=== design 1 ===
**Design 1: signal wires on met2**

Drawn at 2 px/um. Cells faint in the background.
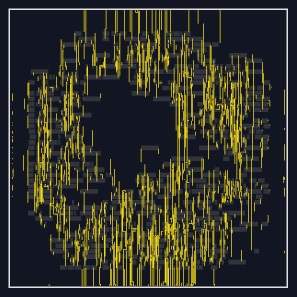
**Design 1: selected gate families**

Drawn at 3 px/um.
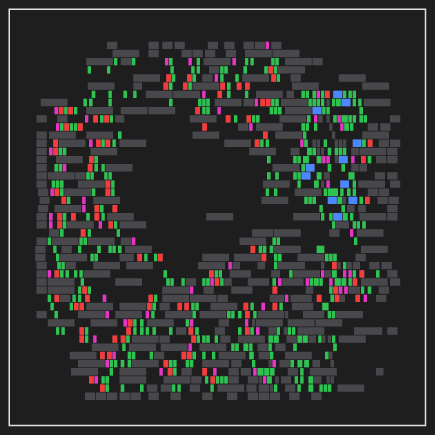
**Design 1: congestion heat map**

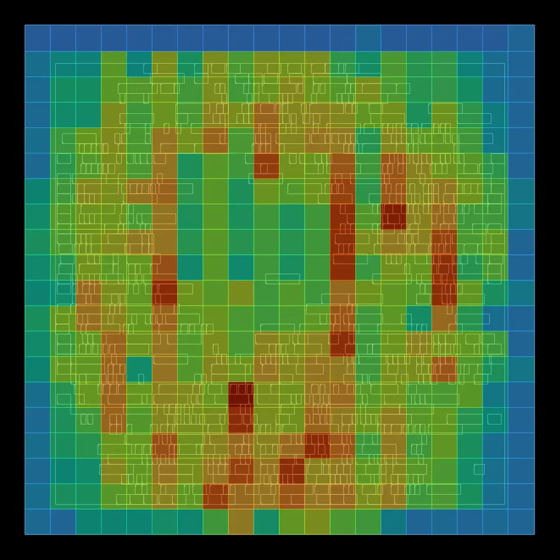
### src/rtl/shift_issue_stage.sv
// Shift issue stage: decodes R-type shift funct into barrel-shifter controls.
// Latency: accept in cycle N -> out_valid in cycle N+1; one entry per cycle when out_ready is held.
// Backpressure: registered 2-entry skid buffer; in_ready drops only when both entries are occupied.
module shift_issue_stage #(
  parameter int CNT_W = 16
) (
  input  logic             clk,
  input  logic             clrn,
  input  logic             flush,
  input  logic             in_valid,
  output logic             in_ready,
  input  logic [5:0]       funct,
  input  logic [4:0]       shamt,
  input  logic [31:0]      rs_data,
  input  logic [31:0]      rt_data,
  input  logic [4:0]       rd,
  output logic             out_valid,
  input  logic             out_ready,
  output logic [31:0]      x,
  output logic [4:0]       sa,
  output logic             arith,
  output logic             right,
  output logic [4:0]       out_rd,
  output logic             out_illegal,
  output logic [CNT_W-1:0] shift_count
);

  typedef struct packed {
    logic [31:0] x;
    logic [4:0]  sa;
    logic        arith;
    logic        right;
    logic [4:0]  rd;
    logic        illegal;
  } ent_t;

  typedef enum logic [1:0] {EMPTY, ONE, FULL} state_t;

  state_t state;
  ent_t   dec;
  ent_t   main_q;
  ent_t   skid_q;
  logic   accept;
  logic   issue;

  // Only the low five bits of rs select the variable shift amount.
  logic unused_rs_hi;
  assign unused_rs_hi = ^rs_data[31:5];

  assign accept = in_valid & in_ready;
  assign issue  = out_valid & out_ready;

  // Decode the funct field into shifter controls on the input side.
  always_comb begin
    dec         = '0;
    dec.x       = rt_data;
    dec.rd      = rd;
    case (funct)
      6'b000000: dec.sa = shamt;
      6'b000010: begin dec.sa = shamt;        dec.right = 1'b1; end
      6'b000011: begin dec.sa = shamt;        dec.right = 1'b1; dec.arith = 1'b1; end
      6'b000100: dec.sa = rs_data[4:0];
      6'b000110: begin dec.sa = rs_data[4:0]; dec.right = 1'b1; end
      6'b000111: begin dec.sa = rs_data[4:0]; dec.right = 1'b1; dec.arith = 1'b1; end
      default:   dec.illegal = 1'b1;
    endcase
  end

  // Occupancy FSM for the main/skid pair; flush beats any same-cycle accept or issue.
  always_ff @(posedge clk or negedge clrn) begin
    if (!clrn) begin
      state     <= EMPTY;
      out_valid <= 1'b0;
      in_ready  <= 1'b1;
      main_q    <= '0;
      skid_q    <= '0;
    end else if (flush) begin
      state     <= EMPTY;
      out_valid <= 1'b0;
      in_ready  <= 1'b1;
    end else begin
      case (state)
        EMPTY: begin
          if (accept) begin
            main_q    <= dec;
            out_valid <= 1'b1;
            state     <= ONE;
          end
        end
        ONE: begin
          if (issue && accept) begin
            main_q <= dec;
          end else if (issue) begin
            out_valid <= 1'b0;
            state     <= EMPTY;
          end else if (accept) begin
            skid_q   <= dec;
            in_ready <= 1'b0;
            state    <= FULL;
          end
        end
        FULL: begin
          if (issue) begin
            main_q   <= skid_q;
            in_ready <= 1'b1;
            state    <= ONE;
          end
        end
        default: begin
          state     <= EMPTY;
          out_valid <= 1'b0;
          in_ready  <= 1'b1;
        end
      endcase
    end
  end

  // Count issued legal shifts, saturating; flushed issues are not counted.
  always_ff @(posedge clk or negedge clrn) begin
    if (!clrn) begin
      shift_count <= '0;
    end else if (!flush && issue && !main_q.illegal && (shift_count != {CNT_W{1'b1}})) begin
      shift_count <= shift_count + 1'b1;
    end
  end

  assign x           = main_q.x;
  assign sa          = main_q.sa;
  assign arith       = main_q.arith;
  assign right       = main_q.right;
  assign out_rd      = main_q.rd;
  assign out_illegal = main_q.illegal;

endmodule

### config.mk
export PLATFORM = sky130hd
export DESIGN_NAME = shift_issue_stage
export DESIGN_NICKNAME = d
export VERILOG_FILES = /design/src/rtl/shift_issue_stage.sv
export SDC_FILE = /design/constraint.sdc
export NUM_CORES = 1
export LEC_CHECK = 0
export ABC_AREA = 1
export CAP_MARGIN = 20
export CORE_MARGIN = 8
export CORE_UTILIZATION = 35
export CTS_CLUSTER_SIZE = 25
export DETAILED_ROUTE_END_ITERATION = 10
export GPL_ROUTABILITY_DRIVEN = 1
export PLACE_DENSITY = 0.73
export SYNTH_ARGS = -nofsm -noshare
export SYNTH_HDL_FRONTEND = slang
export SYNTH_SLANG_ARGS = --single-unit
### constraint.sdc
create_clock -name clk -period 1.95 [get_ports clk]
set_input_delay 0.39 -clock clk [delete_from_list [all_inputs] [get_ports clk]]
set_output_delay 0.39 -clock clk [all_outputs]
set_load 0.02 [all_outputs]
==> impl_metrics.py <==
# Metrics from the implementation run
metrics = {
    "setup_path": {
        "startpoint": "in_ready$_DFFE_PN1P_",
        "worstSetupEndpoint": "in_ready",
        "worst-path-buf-inv": 1,
    },
    "drt": {
        "wl_um": 12700,
    },
    "sta": {
        "fin_setup_tns_ps": 0,
        "finalHoldViolCount": 1,
        "hold_slack_ps": -0.0857,
    },
    "clock_tree": {
        "cts_tree": "yes",
        "clkSinkCount": 110,
    },
    "floorplan": {
        "die-width_um": 138,
    },
    "status": {
        "outcome": "finished with violations",
        "violations": "hold timing",
    },
    "grt": {
        "grtUsageMet3": 0.0284,
        "grt_first_pass_wirelength_um": 21400,
    },
    "logic_synthesis": {
        "syn-instance-count": 684,
        "yosys_warnings": 0,
    },
    "power_and_ir_drop": {
        "comb_power_uw": 3520,
    },
    "placed_design": {
        "portBuffers": 120,
    },
    "flow_run": {
        "drv_cap": 0,
    },
    "layout": {
        "fin_nets": 889,
    },
}
About 'signal wires on met2' of design 1:
longest straight run: 59.5 um
nets with wire on the layer: 624
wire length on this layer: 6,150 um
main direction: vertical
share of all routed wire: 48%

About 'selected gate families' of design 1:
| color | family | cells |
|---|---|---|
| green | NAND gates | 337 |
| magenta | inverters | 64 |
| blue | XOR/XNOR gates | 11 |
| red | inverting AOI/OAI gates | 92 |
Comb/total area: 0.294
Commonest Layout Cell: nand2_1
final cell count without fillers: 992

About 'congestion heat map' of design 1:
Most Used Layer, Global Route: met2
fin util: 0.481
met1 GRT Util: 0.163
DR WL/cell: 12.8 um

synthesized netlist by cell type, types with 3 or more instances:
master,number,share of area
inv_2,4,0.0029
nand4_1,4,0.0048
o21a_1,4,0.0057
buf_2,16,0.015
xnor2_1,9,0.015
clkbuf_1,8,0.0057
nor3_1,3,0.0029
nand3_1,24,0.023
nor2_1,29,0.021
o21ai_0,88,0.084
dfrtp_1,109,0.52
o21ai_1,3,0.0029
nand2_1,305,0.22
inv_1,60,0.043

=== design 2 ===
## src/rtl/pipe_stage_elastic.sv

```systemverilog
// pipe_stage_elastic: valid/ready pipeline register with optional 2-entry skid buffer, flush, bubble insert and bubble counter
module pipe_stage_elastic #(
  parameter int DATA_W = 197,
  parameter int CTRL_W = 5,
  parameter int SKID   = 1,
  parameter int CNT_W  = 16
) (
  input  logic              clk,
  input  logic              rst,
  input  logic              CLR,
  input  logic              bb,
  input  logic              in_valid,
  output logic              in_ready,
  input  logic [DATA_W-1:0] in_data,
  input  logic [CTRL_W-1:0] in_ctrl,
  output logic              out_valid,
  input  logic              out_ready,
  output logic [DATA_W-1:0] out_data,
  output logic [CTRL_W-1:0] out_ctrl,
  output logic [1:0]        occupancy,
  output logic [CNT_W-1:0]  bub_cnt
);
  localparam int W = DATA_W + CTRL_W;
  logic [W-1:0] head, skid, stored, head_n, skid_n;
  logic [1:0] occ, occ_n;
  logic acc, emit;
  assign stored    = bb ? '0 : {in_data, in_ctrl};
  assign out_valid = occ != 2'd0;
  assign in_ready  = (SKID != 0) ? (occ != 2'd2) : (~out_valid | out_ready);
  assign acc       = in_valid & in_ready;
  assign emit      = out_valid & out_ready;
  assign out_data  = head[W-1:CTRL_W];
  assign out_ctrl  = head[CTRL_W-1:0];
  assign occupancy = occ;
  always_comb begin
    occ_n  = occ;
    head_n = head;
    skid_n = skid;
    if (CLR) begin
      occ_n  = 2'd0;
      head_n = '0;
      skid_n = '0;
    end else if (occ == 2'd2) begin
      if (emit) begin
        occ_n  = 2'd1;
        head_n = skid;
        skid_n = '0;
      end
    end else if (acc && (occ == 2'd0 || emit)) begin
      occ_n  = 2'd1;
      head_n = stored;
    end else if (acc) begin
      occ_n  = 2'd2;
      skid_n = stored;
    end else if (emit) begin
      occ_n  = 2'd0;
      head_n = '0;
    end
  end
  always_ff @(posedge clk) begin
    if (rst) begin
      occ     <= 2'd0;
      head    <= '0;
      skid    <= '0;
      bub_cnt <= '0;
    end else begin
      occ  <= occ_n;
      head <= head_n;
      skid <= skid_n;
      if (acc && bb && !CLR && !(&bub_cnt)) bub_cnt <= bub_cnt + 1'b1;
    end
  end
endmodule

```

## config.mk

```make
export PLATFORM = sky130hd
export DESIGN_NAME = pipe_stage_elastic
export DESIGN_NICKNAME = d
export VERILOG_FILES = /design/src/rtl/pipe_stage_elastic.sv
export SDC_FILE = /design/constraint.sdc
export NUM_CORES = 1
export LEC_CHECK = 0
export CELL_PAD_IN_SITES_DETAIL_PLACEMENT = 0
export CELL_PAD_IN_SITES_GLOBAL_PLACEMENT = 1
export CORE_MARGIN = 2
export CORE_UTILIZATION = 38
export CTS_CLUSTER_SIZE = 28
export DETAILED_ROUTE_END_ITERATION = 16
export PLACE_DENSITY_LB_ADDON = 0.12
export SLEW_MARGIN = 10
export SYNTH_ARGS = -nofsm -noshare
export SYNTH_HDL_FRONTEND = slang
export SYNTH_SLANG_ARGS = --single-unit
```

## constraint.sdc

```tcl
create_clock -name clk -period 3.95 [get_ports clk]
set_input_delay 0.395 -clock clk [delete_from_list [all_inputs] [get_ports clk]]
set_output_delay 0.395 -clock clk [all_outputs]
set_load 0.02 [all_outputs]
```

**Design 2: close-up of the layout**

Region (85, 127) to (125, 167) um. Cells in gray, sequential cells in the stronger gray; small squares are vias.
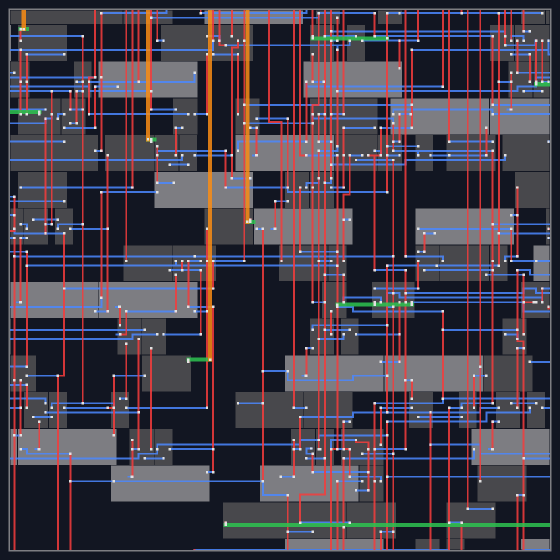
| color | layer |
|---|---|
| green | met3 |
| blue | met1 |
| red | met2 |
| orange | met4 |
sequential cells in the window: 16
netlist names of flops here include: head (8), skid (8)
most frequent: clkdlybuf4s50_1 (18), dfxtp_1 (16), a221oi_1 (9)
cells with their middle in the window: 86

**Design 2: signal wires on met2**

Drawn at 1.5 px/um. Cells faint in the background.
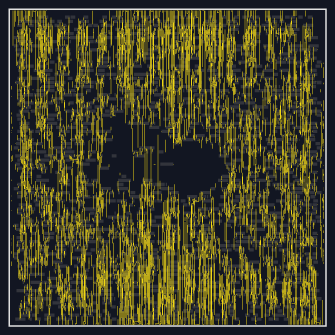
wire length on this layer: 26.6 mm
main direction: vertical
drt total wl: 56,500 um
via count: 15,800
met2 Usage GRT: 0.385

**Design 2: sequential cells colored by netlist name**

Drawn at 2 px/um.
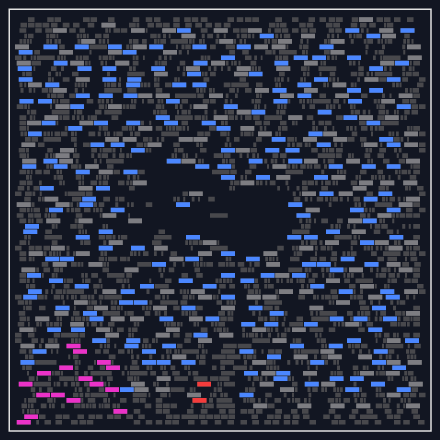
| color | netlist name | sequential cells |
|---|---|---|
| red | occupancy | 2 |
| blue | skid | 202 |
| magenta | bub_cnt | 16 |
not colored: 202

==> impl_metrics.py <==
# Metrics from the implementation run
metrics = {
    "logic_synthesis": {
        "ys_area_um2": 16200,
        "area_leaders": "dfxtp_1 (52%), a221oi_1 (11%), a21oi_1 (6.4%), nor3_1 (6.4%), nand3_1 (6.4%)",
        "synth-xor-area-share": 0.00651,
        "avgSynthCellArea_um2": 8.37,
    },
    "clock_tree": {
        "cts_tree": "yes",
        "ctsResizeCount": 0,
    },
    "sta": {
        "grt_setup_unrepaired": "false",
        "finalHoldViolCount": 0,
    },
    "layout": {
        "final_layout_size_suffix_gt1_frac": 0.0478,
        "sh_seq_area": 0.378,
        "n_antenna_cell": 7,
        "buffers": 455,
        "clkbuf_count": 74,
    },
    "setup_path": {
        "crit_arrival_ps": 2810,
        "slowest_stage": "buf_12",
    },
    "placed_design": {
        "hpwl_um": 32800,
    },
    "power_and_ir_drop": {
        "clock_power_share": 0.443,
        "pwr-share-comb": 0.118,
        "swShare": 0.244,
    },
    "grt": {
        "grt_first_pass_wirelength_um": 86000,
    },
    "status": {
        "outcome": "completed",
    },
    "drt": {
        "avgViaCountPerCell": 5.64,
    },
}
## worst paths after layout
path | endpoint | slack, ps | startpoint | cells past startpoint
hold reg to reg | skid[110]$_SDFFE_PP0P_ | 450 | skid[110]$_SDFFE_PP0P_ | 2
setup reg to reg | head[88]$_SDFFE_PP0P_ | 1630 | occupancy[0]$_SDFFE_PP0P_ | 6
hold / removal | skid[85]$_SDFFE_PP0P_ | 420 | in_data[80] | 3
setup / recovery | head[88]$_SDFFE_PP0P_ | 1630 | occupancy[0]$_SDFFE_PP0P_ | 6

=== design 3 ===
**Design 3: close-up of the layout**

Region (56, 86) to (96, 126) um. Cells in gray, sequential cells in the stronger gray; small squares are vias.
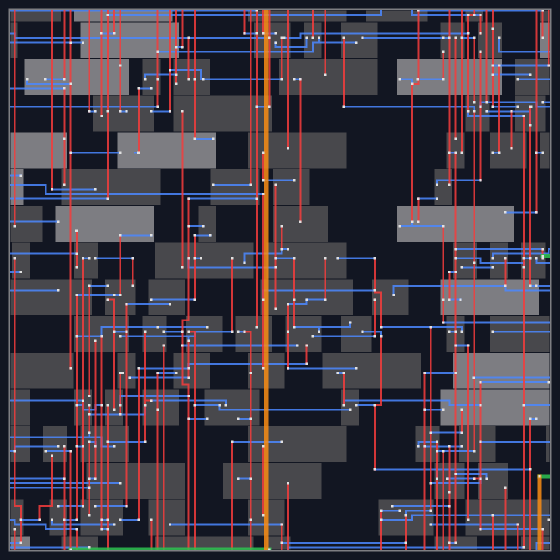
**Design 3: sequential cells colored by netlist name**

Drawn at 3 px/um.
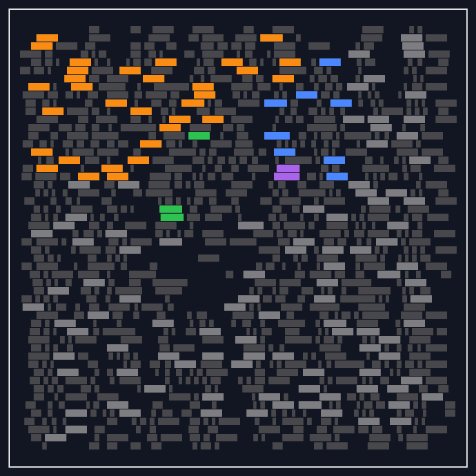
==> src/rtl/mem_port_arbiter.sv <==
// Arbitrates one variable-latency single-port memory between instruction fetch and data access.
// Data wins ties unless fetch has been passed over STARVE_LIMIT times; a watchdog bounds m_ack waits.
module mem_port_arbiter #(
  parameter int STARVE_LIMIT = 4,
  parameter int TIMEOUT      = 255
) (
  input  logic        clk,
  input  logic        rst,
  input  logic        i_req,
  input  logic [31:0] i_addr,
  output logic        i_done,
  output logic [31:0] i_rdata,
  input  logic        d_req,
  input  logic        d_we,
  input  logic [31:0] d_addr,
  input  logic [31:0] d_wdata,
  output logic        d_done,
  output logic [31:0] d_rdata,
  output logic        m_req,
  output logic        m_we,
  output logic [31:0] m_addr,
  output logic [31:0] m_wdata,
  input  logic        m_ack,
  input  logic [31:0] m_rdata,
  output logic        stall,
  output logic        timeout_err
);

  localparam int SW = $clog2(STARVE_LIMIT + 1);
  localparam logic [SW-1:0] STARVE_MAX = SW'(STARVE_LIMIT);
  localparam logic [7:0]    WDOG_MAX   = 8'(TIMEOUT);
  localparam logic [31:0]   NOP_INSN   = 32'h0000_0013;

  typedef enum logic [1:0] {IDLE, BUSY, DONE} state_t;

  state_t          state, next_state;
  logic            owner_data;
  logic [SW-1:0]   starve_cnt;
  logic [7:0]      wdog;
  logic            grant_fetch, grant_data;

  always_ff @(posedge clk) begin
    if (rst) state <= IDLE;
    else     state <= next_state;
  end

  always_comb begin
    next_state  = state;
    grant_fetch = 1'b0;
    grant_data  = 1'b0;
    case (state)
      IDLE: begin
        if (i_req && d_req) begin
          if (starve_cnt == STARVE_MAX) grant_fetch = 1'b1;
          else                          grant_data  = 1'b1;
        end else if (d_req) begin
          grant_data = 1'b1;
        end else if (i_req) begin
          grant_fetch = 1'b1;
        end
        if (grant_fetch || grant_data) next_state = BUSY;
      end
      BUSY: begin
        if (m_ack || (wdog == WDOG_MAX)) next_state = DONE;
      end
      DONE:    next_state = IDLE;
      default: next_state = IDLE;
    endcase
  end

  always_comb begin
    m_req  = (state == BUSY);
    i_done = (state == DONE) && !owner_data;
    d_done = (state == DONE) &&  owner_data;
    stall  = (i_req && !i_done) || (d_req && !d_done);
  end

  // Latched request, watchdog and returned data; m_ack wins over a simultaneous watchdog expiry.
  always_ff @(posedge clk) begin
    if (rst) begin
      owner_data  <= 1'b0;
      m_we        <= 1'b0;
      m_addr      <= '0;
      m_wdata     <= '0;
      i_rdata     <= '0;
      d_rdata     <= '0;
      starve_cnt  <= '0;
      wdog        <= '0;
      timeout_err <= 1'b0;
    end else begin
      case (state)
        IDLE: begin
          if (grant_data) begin
            owner_data <= 1'b1;
            m_we       <= d_we;
            m_addr     <= d_addr;
            m_wdata    <= d_wdata;
            wdog       <= '0;
            if (i_req && (starve_cnt != STARVE_MAX)) starve_cnt <= starve_cnt + 1'b1;
          end else if (grant_fetch) begin
            owner_data <= 1'b0;
            m_we       <= 1'b0;
            m_addr     <= i_addr;
            m_wdata    <= '0;
            wdog       <= '0;
            starve_cnt <= '0;
          end
        end
        BUSY: begin
          wdog <= wdog + 1'b1;
          if (m_ack) begin
            if (owner_data) d_rdata <= m_we ? 32'h0 : m_rdata;
            else            i_rdata <= m_rdata;
          end else if (wdog == WDOG_MAX) begin
            timeout_err <= 1'b1;
            if (owner_data) d_rdata <= 32'h0;
            else            i_rdata <= NOP_INSN;
          end
        end
        default: ;
      endcase
    end
  end

endmodule

==> config.mk <==
export PLATFORM = sky130hd
export DESIGN_NAME = mem_port_arbiter
export DESIGN_NICKNAME = d
export VERILOG_FILES = /design/src/rtl/mem_port_arbiter.sv
export SDC_FILE = /design/constraint.sdc
export NUM_CORES = 1
export LEC_CHECK = 0
export ABC_CLOCK_PERIOD_IN_PS = 1750
export CELL_PAD_IN_SITES_DETAIL_PLACEMENT = 1
export CELL_PAD_IN_SITES_GLOBAL_PLACEMENT = 1
export CORE_MARGIN = 3
export CORE_UTILIZATION = 26
export CTS_CLUSTER_DIAMETER = 120
export CTS_CLUSTER_SIZE = 10
export DETAILED_ROUTE_END_ITERATION = 8
export MAX_ROUTING_LAYER = met4
export PLACE_DENSITY_LB_ADDON = 0.05
export SLEW_MARGIN = 25
export SYNTH_ARGS = -nofsm -noshare
export SYNTH_HDL_FRONTEND = slang
export SYNTH_SLANG_ARGS = --single-unit
export TNS_END_PERCENT = 10
==> constraint.sdc <==
create_clock -name clk -period 1.75 [get_ports clk]
set_clock_uncertainty 0.2 [all_clocks]
set_input_delay 0.525 -clock clk [delete_from_list [all_inputs] [get_ports clk]]
set_output_delay 0.525 -clock clk [all_outputs]
set_load 0.05 [all_outputs]
==> impl_metrics.py <==
# Metrics from the implementation run
metrics = {
    "flow_run": {
        "warnings": 30,
    },
    "clock_tree": {
        "clk_latency_ps": 410,
    },
    "sta": {
        "fin_ws_ps": -382,
        "finalSetupViolCount": 77,
    },
    "worst_hold_path": {
        "hold_path_depth": 3,
        "min_path_type": "in2reg",
    },
    "status": {
        "violations": "setup timing",
        "outcome": "finished with violations",
    },
    "logic_synthesis": {
        "yosys_warnings": 0,
        "ys_ff": 144,
        "top_cell": "dfxtp_1",
        "logic_family": "simple AND/OR/NAND/NOR gates",
    },
    "layout": {
        "buffers": 323,
        "sh_comb_area": 0.229,
    },
    "grt": {
        "grt_max_degree": 63,
    },
    "floorplan": {
        "core_area_um2": 20600,
    },
}
Notes on 'close-up of the layout' of design 3 above:
| color | layer |
|---|---|
| orange | met4 |
| red | met2 |
| green | met3 |
| blue | met1 |
sequential cells in the window: 10
cells with their middle in the window: 79
most frequent: buf_4 (16), buf_12 (9)
netlist names of flops here include: m_wdata (4), wdog (3), state (2)

Notes on 'sequential cells colored by netlist name' of design 3 above:
| color | netlist name | sequential cells |
|---|---|---|
| green | starve_cnt | 3 |
| orange | m_wdata | 32 |
| purple | state | 2 |
| blue | wdog | 8 |
Seq area share: 0.258
FF+latch area: 2910 um^2

metrics by stage:
stage          TNS [ps]  area [um^2]  hold slack (ps)
4_1_cts           -5490        11200              262
2_1_floorplan     -4840         5590              241
3_5_place_dp     -79940        10200              301
6_report          -5010        11300              267
3_3_place_gp     -72340        10200              255
5_1_grt          -15820        11300              271
metal layers:
layer / track usage / routed length, um
met5: - / 0
met2: 0.369 / 12600
met3: 0.0663 / 1640
met1: 0.239 / 9570
met4: 0.0565 / 398

=== design 4 ===
**Design 4: sequential cells colored by netlist name**

Drawn at 8 px/um.
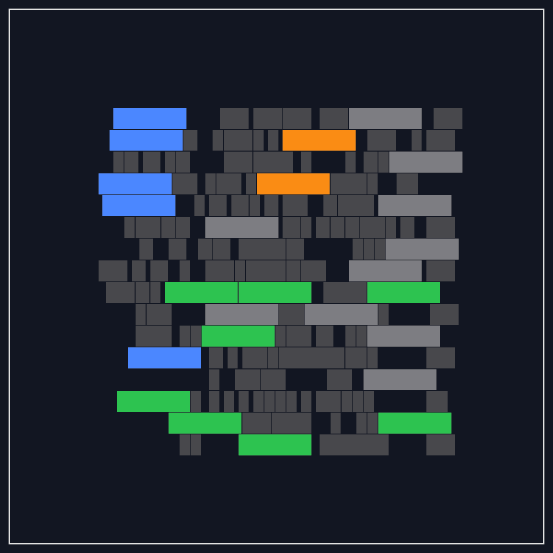
**Design 4: close-up of the layout**

Region (13, 27) to (53, 67) um. Cells in gray, sequential cells in the stronger gray; small squares are vias.
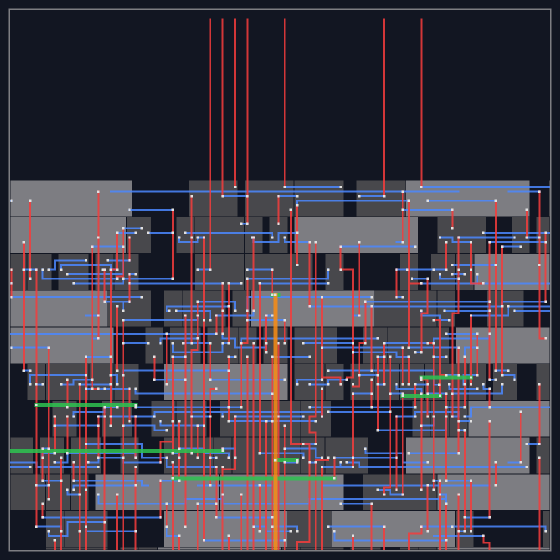
$ cat config.mk
export PLATFORM = sky130hd
export DESIGN_NAME = conv_encode_punct
export DESIGN_NICKNAME = d
export VERILOG_FILES = /design/src/rtl/conv_encode_punct.sv
export SDC_FILE = /design/constraint.sdc
export NUM_CORES = 1
export LEC_CHECK = 0
export CORE_MARGIN = 10
export CORE_UTILIZATION = 58
export CTS_BUF_LIST = sky130_fd_sc_hd__clkbuf_8 sky130_fd_sc_hd__clkbuf_16
export DETAILED_ROUTE_END_ITERATION = 16
export MAX_ROUTING_LAYER = met4
export PLACE_DENSITY = 0.83
export REMOVE_ABC_BUFFERS = 1
export SYNTH_ARGS = -nofsm -noshare
export SYNTH_HDL_FRONTEND = slang
export SYNTH_SLANG_ARGS = --single-unit
$ cat constraint.sdc
create_clock -name CLOCK -period 5.2 [get_ports CLOCK]
set_clock_uncertainty 0.1 [all_clocks]
set_input_delay 1.04 -clock CLOCK [delete_from_list [all_inputs] [get_ports CLOCK]]
set_output_delay 1.04 -clock CLOCK [all_outputs]
set_load 0.01 [all_outputs]
$ cat src/rtl/conv_encode_punct.sv
// Rate-1/2 convolutional encoder with K-1 zero-bit tail termination and
// optional puncturing to rates 2/3 and 3/4, valid/ready on both sides.
module conv_encode_punct #(
  parameter int unsigned    K  = 9,
  parameter logic [K-1:0]   G0 = 9'o561,
  parameter logic [K-1:0]   G1 = 9'o753
) (
  input  logic       CLOCK,
  input  logic       Reset,
  input  logic [1:0] Mode,
  input  logic       InValid,
  output logic       InReady,
  input  logic       InBit,
  input  logic       InLast,
  output logic       OutValid,
  input  logic       OutReady,
  output logic [1:0] Code,
  output logic [1:0] CodeMask,
  output logic       OutLast,
  output logic       Busy
);

  localparam logic [1:0] S_IDLE = 2'd0;
  localparam logic [1:0] S_DATA = 2'd1;
  localparam logic [1:0] S_TAIL = 2'd2;

  localparam logic [4:0] TAIL_LAST = 5'(K - 2);

  logic [1:0]   state;
  logic [K-2:0] s;
  logic [1:0]   p;
  logic [1:0]   mode_reg;
  logic [4:0]   tail_cnt;

  logic         out_free;
  logic         in_fire;
  logic         tail_fire;
  logic [1:0]   mode_eff;
  logic [1:0]   p_eff;
  logic [1:0]   p_next;
  logic [1:0]   punct_mask;
  logic [K-1:0] u;
  logic [1:0]   enc;

  always_comb begin
    out_free  = ~OutValid | OutReady;
    InReady   = Reset & (state != S_TAIL) & out_free;
    in_fire   = InValid & InReady;
    tail_fire = (state == S_TAIL) & out_free;

    // The first bit of a frame already uses the live Mode and phase 0.
    mode_eff  = (state == S_IDLE) ? Mode : mode_reg;
    p_eff     = (state == S_IDLE) ? 2'd0 : p;

    u   = {(state != S_TAIL) & InBit, s};
    enc = {^(u & G0), ^(u & G1)};

    punct_mask = 2'b11;
    p_next     = 2'd0;
    case (mode_eff)
      2'b01: begin
        punct_mask = (p_eff == 2'd0) ? 2'b11 : 2'b10;
        p_next     = (p_eff == 2'd0) ? 2'd1 : 2'd0;
      end
      2'b10: begin
        case (p_eff)
          2'd0:    begin punct_mask = 2'b11; p_next = 2'd1; end
          2'd1:    begin punct_mask = 2'b10; p_next = 2'd2; end
          default: begin punct_mask = 2'b01; p_next = 2'd0; end
        endcase
      end
      default: ;
    endcase

    // The FSM drops to IDLE as soon as the last tail symbol is loaded; the
    // pending OutLast symbol keeps Busy high until it is consumed.
    Busy = (state != S_IDLE) | (OutValid & OutLast);
  end

  always_ff @(posedge CLOCK or negedge Reset) begin
    if (!Reset) begin
      state    <= S_IDLE;
      s        <= '0;
      p        <= '0;
      mode_reg <= '0;
      tail_cnt <= '0;
      OutValid <= 1'b0;
      OutLast  <= 1'b0;
      Code     <= '0;
      CodeMask <= '0;
    end else begin
      if (in_fire) begin
        if (state == S_IDLE) mode_reg <= Mode;
        p        <= p_next;
        s        <= u[K-1:1];
        Code     <= enc & punct_mask;
        CodeMask <= punct_mask;
        OutLast  <= 1'b0;
        OutValid <= 1'b1;
        tail_cnt <= '0;
        state    <= InLast ? S_TAIL : S_DATA;
      end else if (tail_fire) begin
        s        <= u[K-1:1];
        Code     <= enc;
        CodeMask <= 2'b11;
        OutValid <= 1'b1;
        tail_cnt <= tail_cnt + 5'd1;
        if (tail_cnt == TAIL_LAST) begin
          OutLast <= 1'b1;
          state   <= S_IDLE;
        end else begin
          OutLast <= 1'b0;
        end
      end else if (OutReady) begin
        OutValid <= 1'b0;
        OutLast  <= 1'b0;
      end
    end
  end

endmodule

==> impl_metrics.py <==
# Metrics from the implementation run
metrics = {
    "drt": {
        "drc_errors": 0,
    },
    "logic_synthesis": {
        "ys_ff": 25,
        "synthTopCellsByCount": "nand2_1 (38), dfrtp_1 (25), nor2_1 (8)",
        "ys_seq_share": 0.497,
        "aoi_share": 0.0963,
        "syn-instance-count": 131,
        "edf_count": 0,
    },
    "setup_path": {
        "critPathTopFamily": "buffers and inverters",
        "rr_worst_depth": 7,
        "reg2reg_from": "state[1]$_DFFE_PN0P_",
        "start_kind": "input pin",
        "startpoint": "Reset",
    },
    "layout": {
        "lay_top_cells": "nand2_1 (38), dfrtp_1 (25), clkdlybuf4s50_1 (15)",
        "largest_register_ffs": 8,
        "final_layout_size_suffix_gt1_frac": 0.0743,
        "final_area_um2": 1480,
        "final_core_util": 0.731,
    },
    "placed_design": {
        "place_congestion": 0.731,
    },
    "power_and_ir_drop": {
        "ir_drop_mv": 0.249,
    },
    "clock_tree": {
        "numCtsBuffers": 3,
    },
    "floorplan": {
        "ioPinCount": 16,
    },
    "status": {
        "outcome": "completed",
    },
    "sta": {
        "finalHoldViolCount": 0,
    },
}
Notes on 'sequential cells colored by netlist name' of design 4 above:
| color | netlist name | sequential cells |
|---|---|---|
| blue | tail_cnt | 5 |
| orange | state | 2 |
| green | s | 8 |
not colored: 10
Seq area share: 0.423
FF+latch area: 626 um^2

Notes on 'close-up of the layout' of design 4 above:
| color | layer |
|---|---|
| orange | met4 |
| red | met2 |
| green | met3 |
| blue | met1 |
cells with their middle in the window: 91
most frequent: dfrtp_1 (17), nand2_1 (14), clkdlybuf4s50_1 (7)
netlist names of flops here include: tail_cnt (4), s (3), mode_reg (2)
sequential cells in the window: 17

worst min-delay path: cells and delay by family (launching register included):
family / cells / cell delay [ps]
and+or+nand+nor: 2 / 100
DFF: 1 / 360
layout make-up:
| class | count | area [um^2] | share of cell area |
|---|---|---|---|
| flip-flops and latches | 25 | 626 | 0.423 |
| multi-input cells | 99 | 602 | 0.407 |
| repair buffers | 16 | 158 | 0.107 |
| clock buffers | 3 | 41.3 | 0.0279 |
| well taps | 27 | 33.8 | 0.0228 |
| inverters | 4 | 15.0 | 0.0102 |
| clock inverters | 1 | 3.75 | 0.00254 |


## Gallery

Congestion heat map.
picture 1
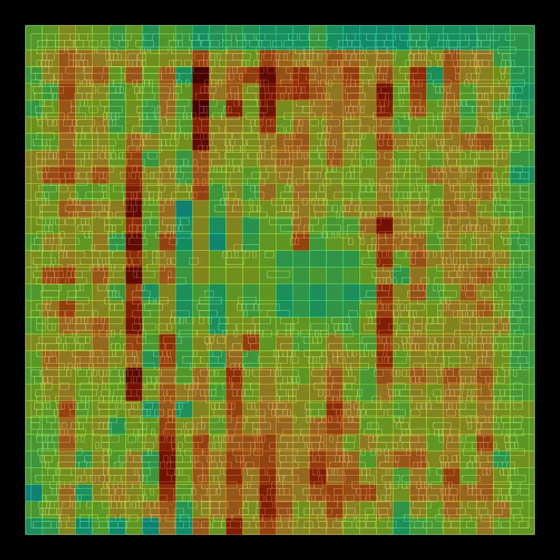
picture 2
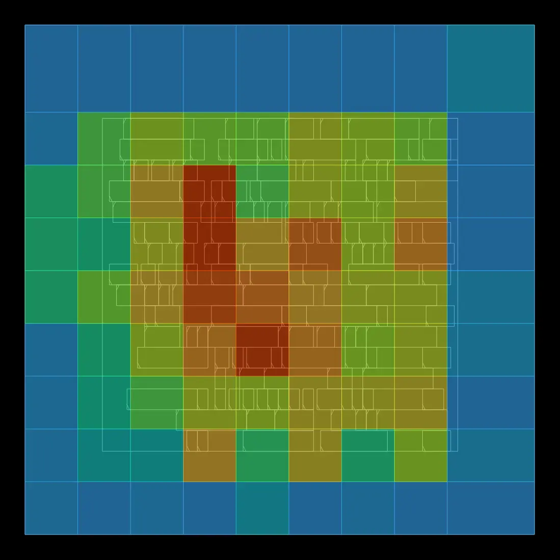
picture 3
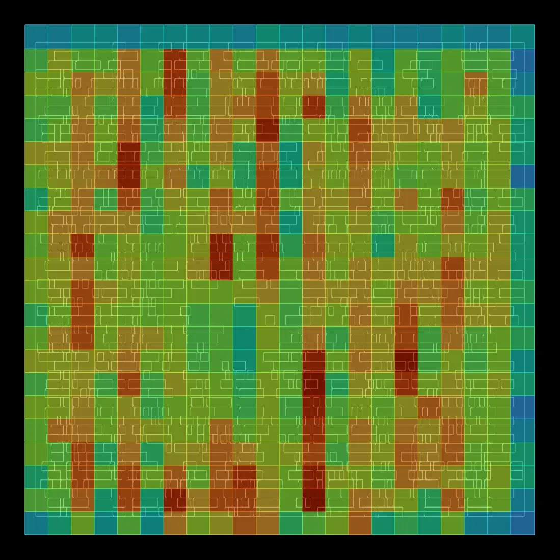
For design 3, see picture 3.
For design 4, see picture 2.
For design 2, see picture 1.

Power is estimated from default activity; no workload was simulated.
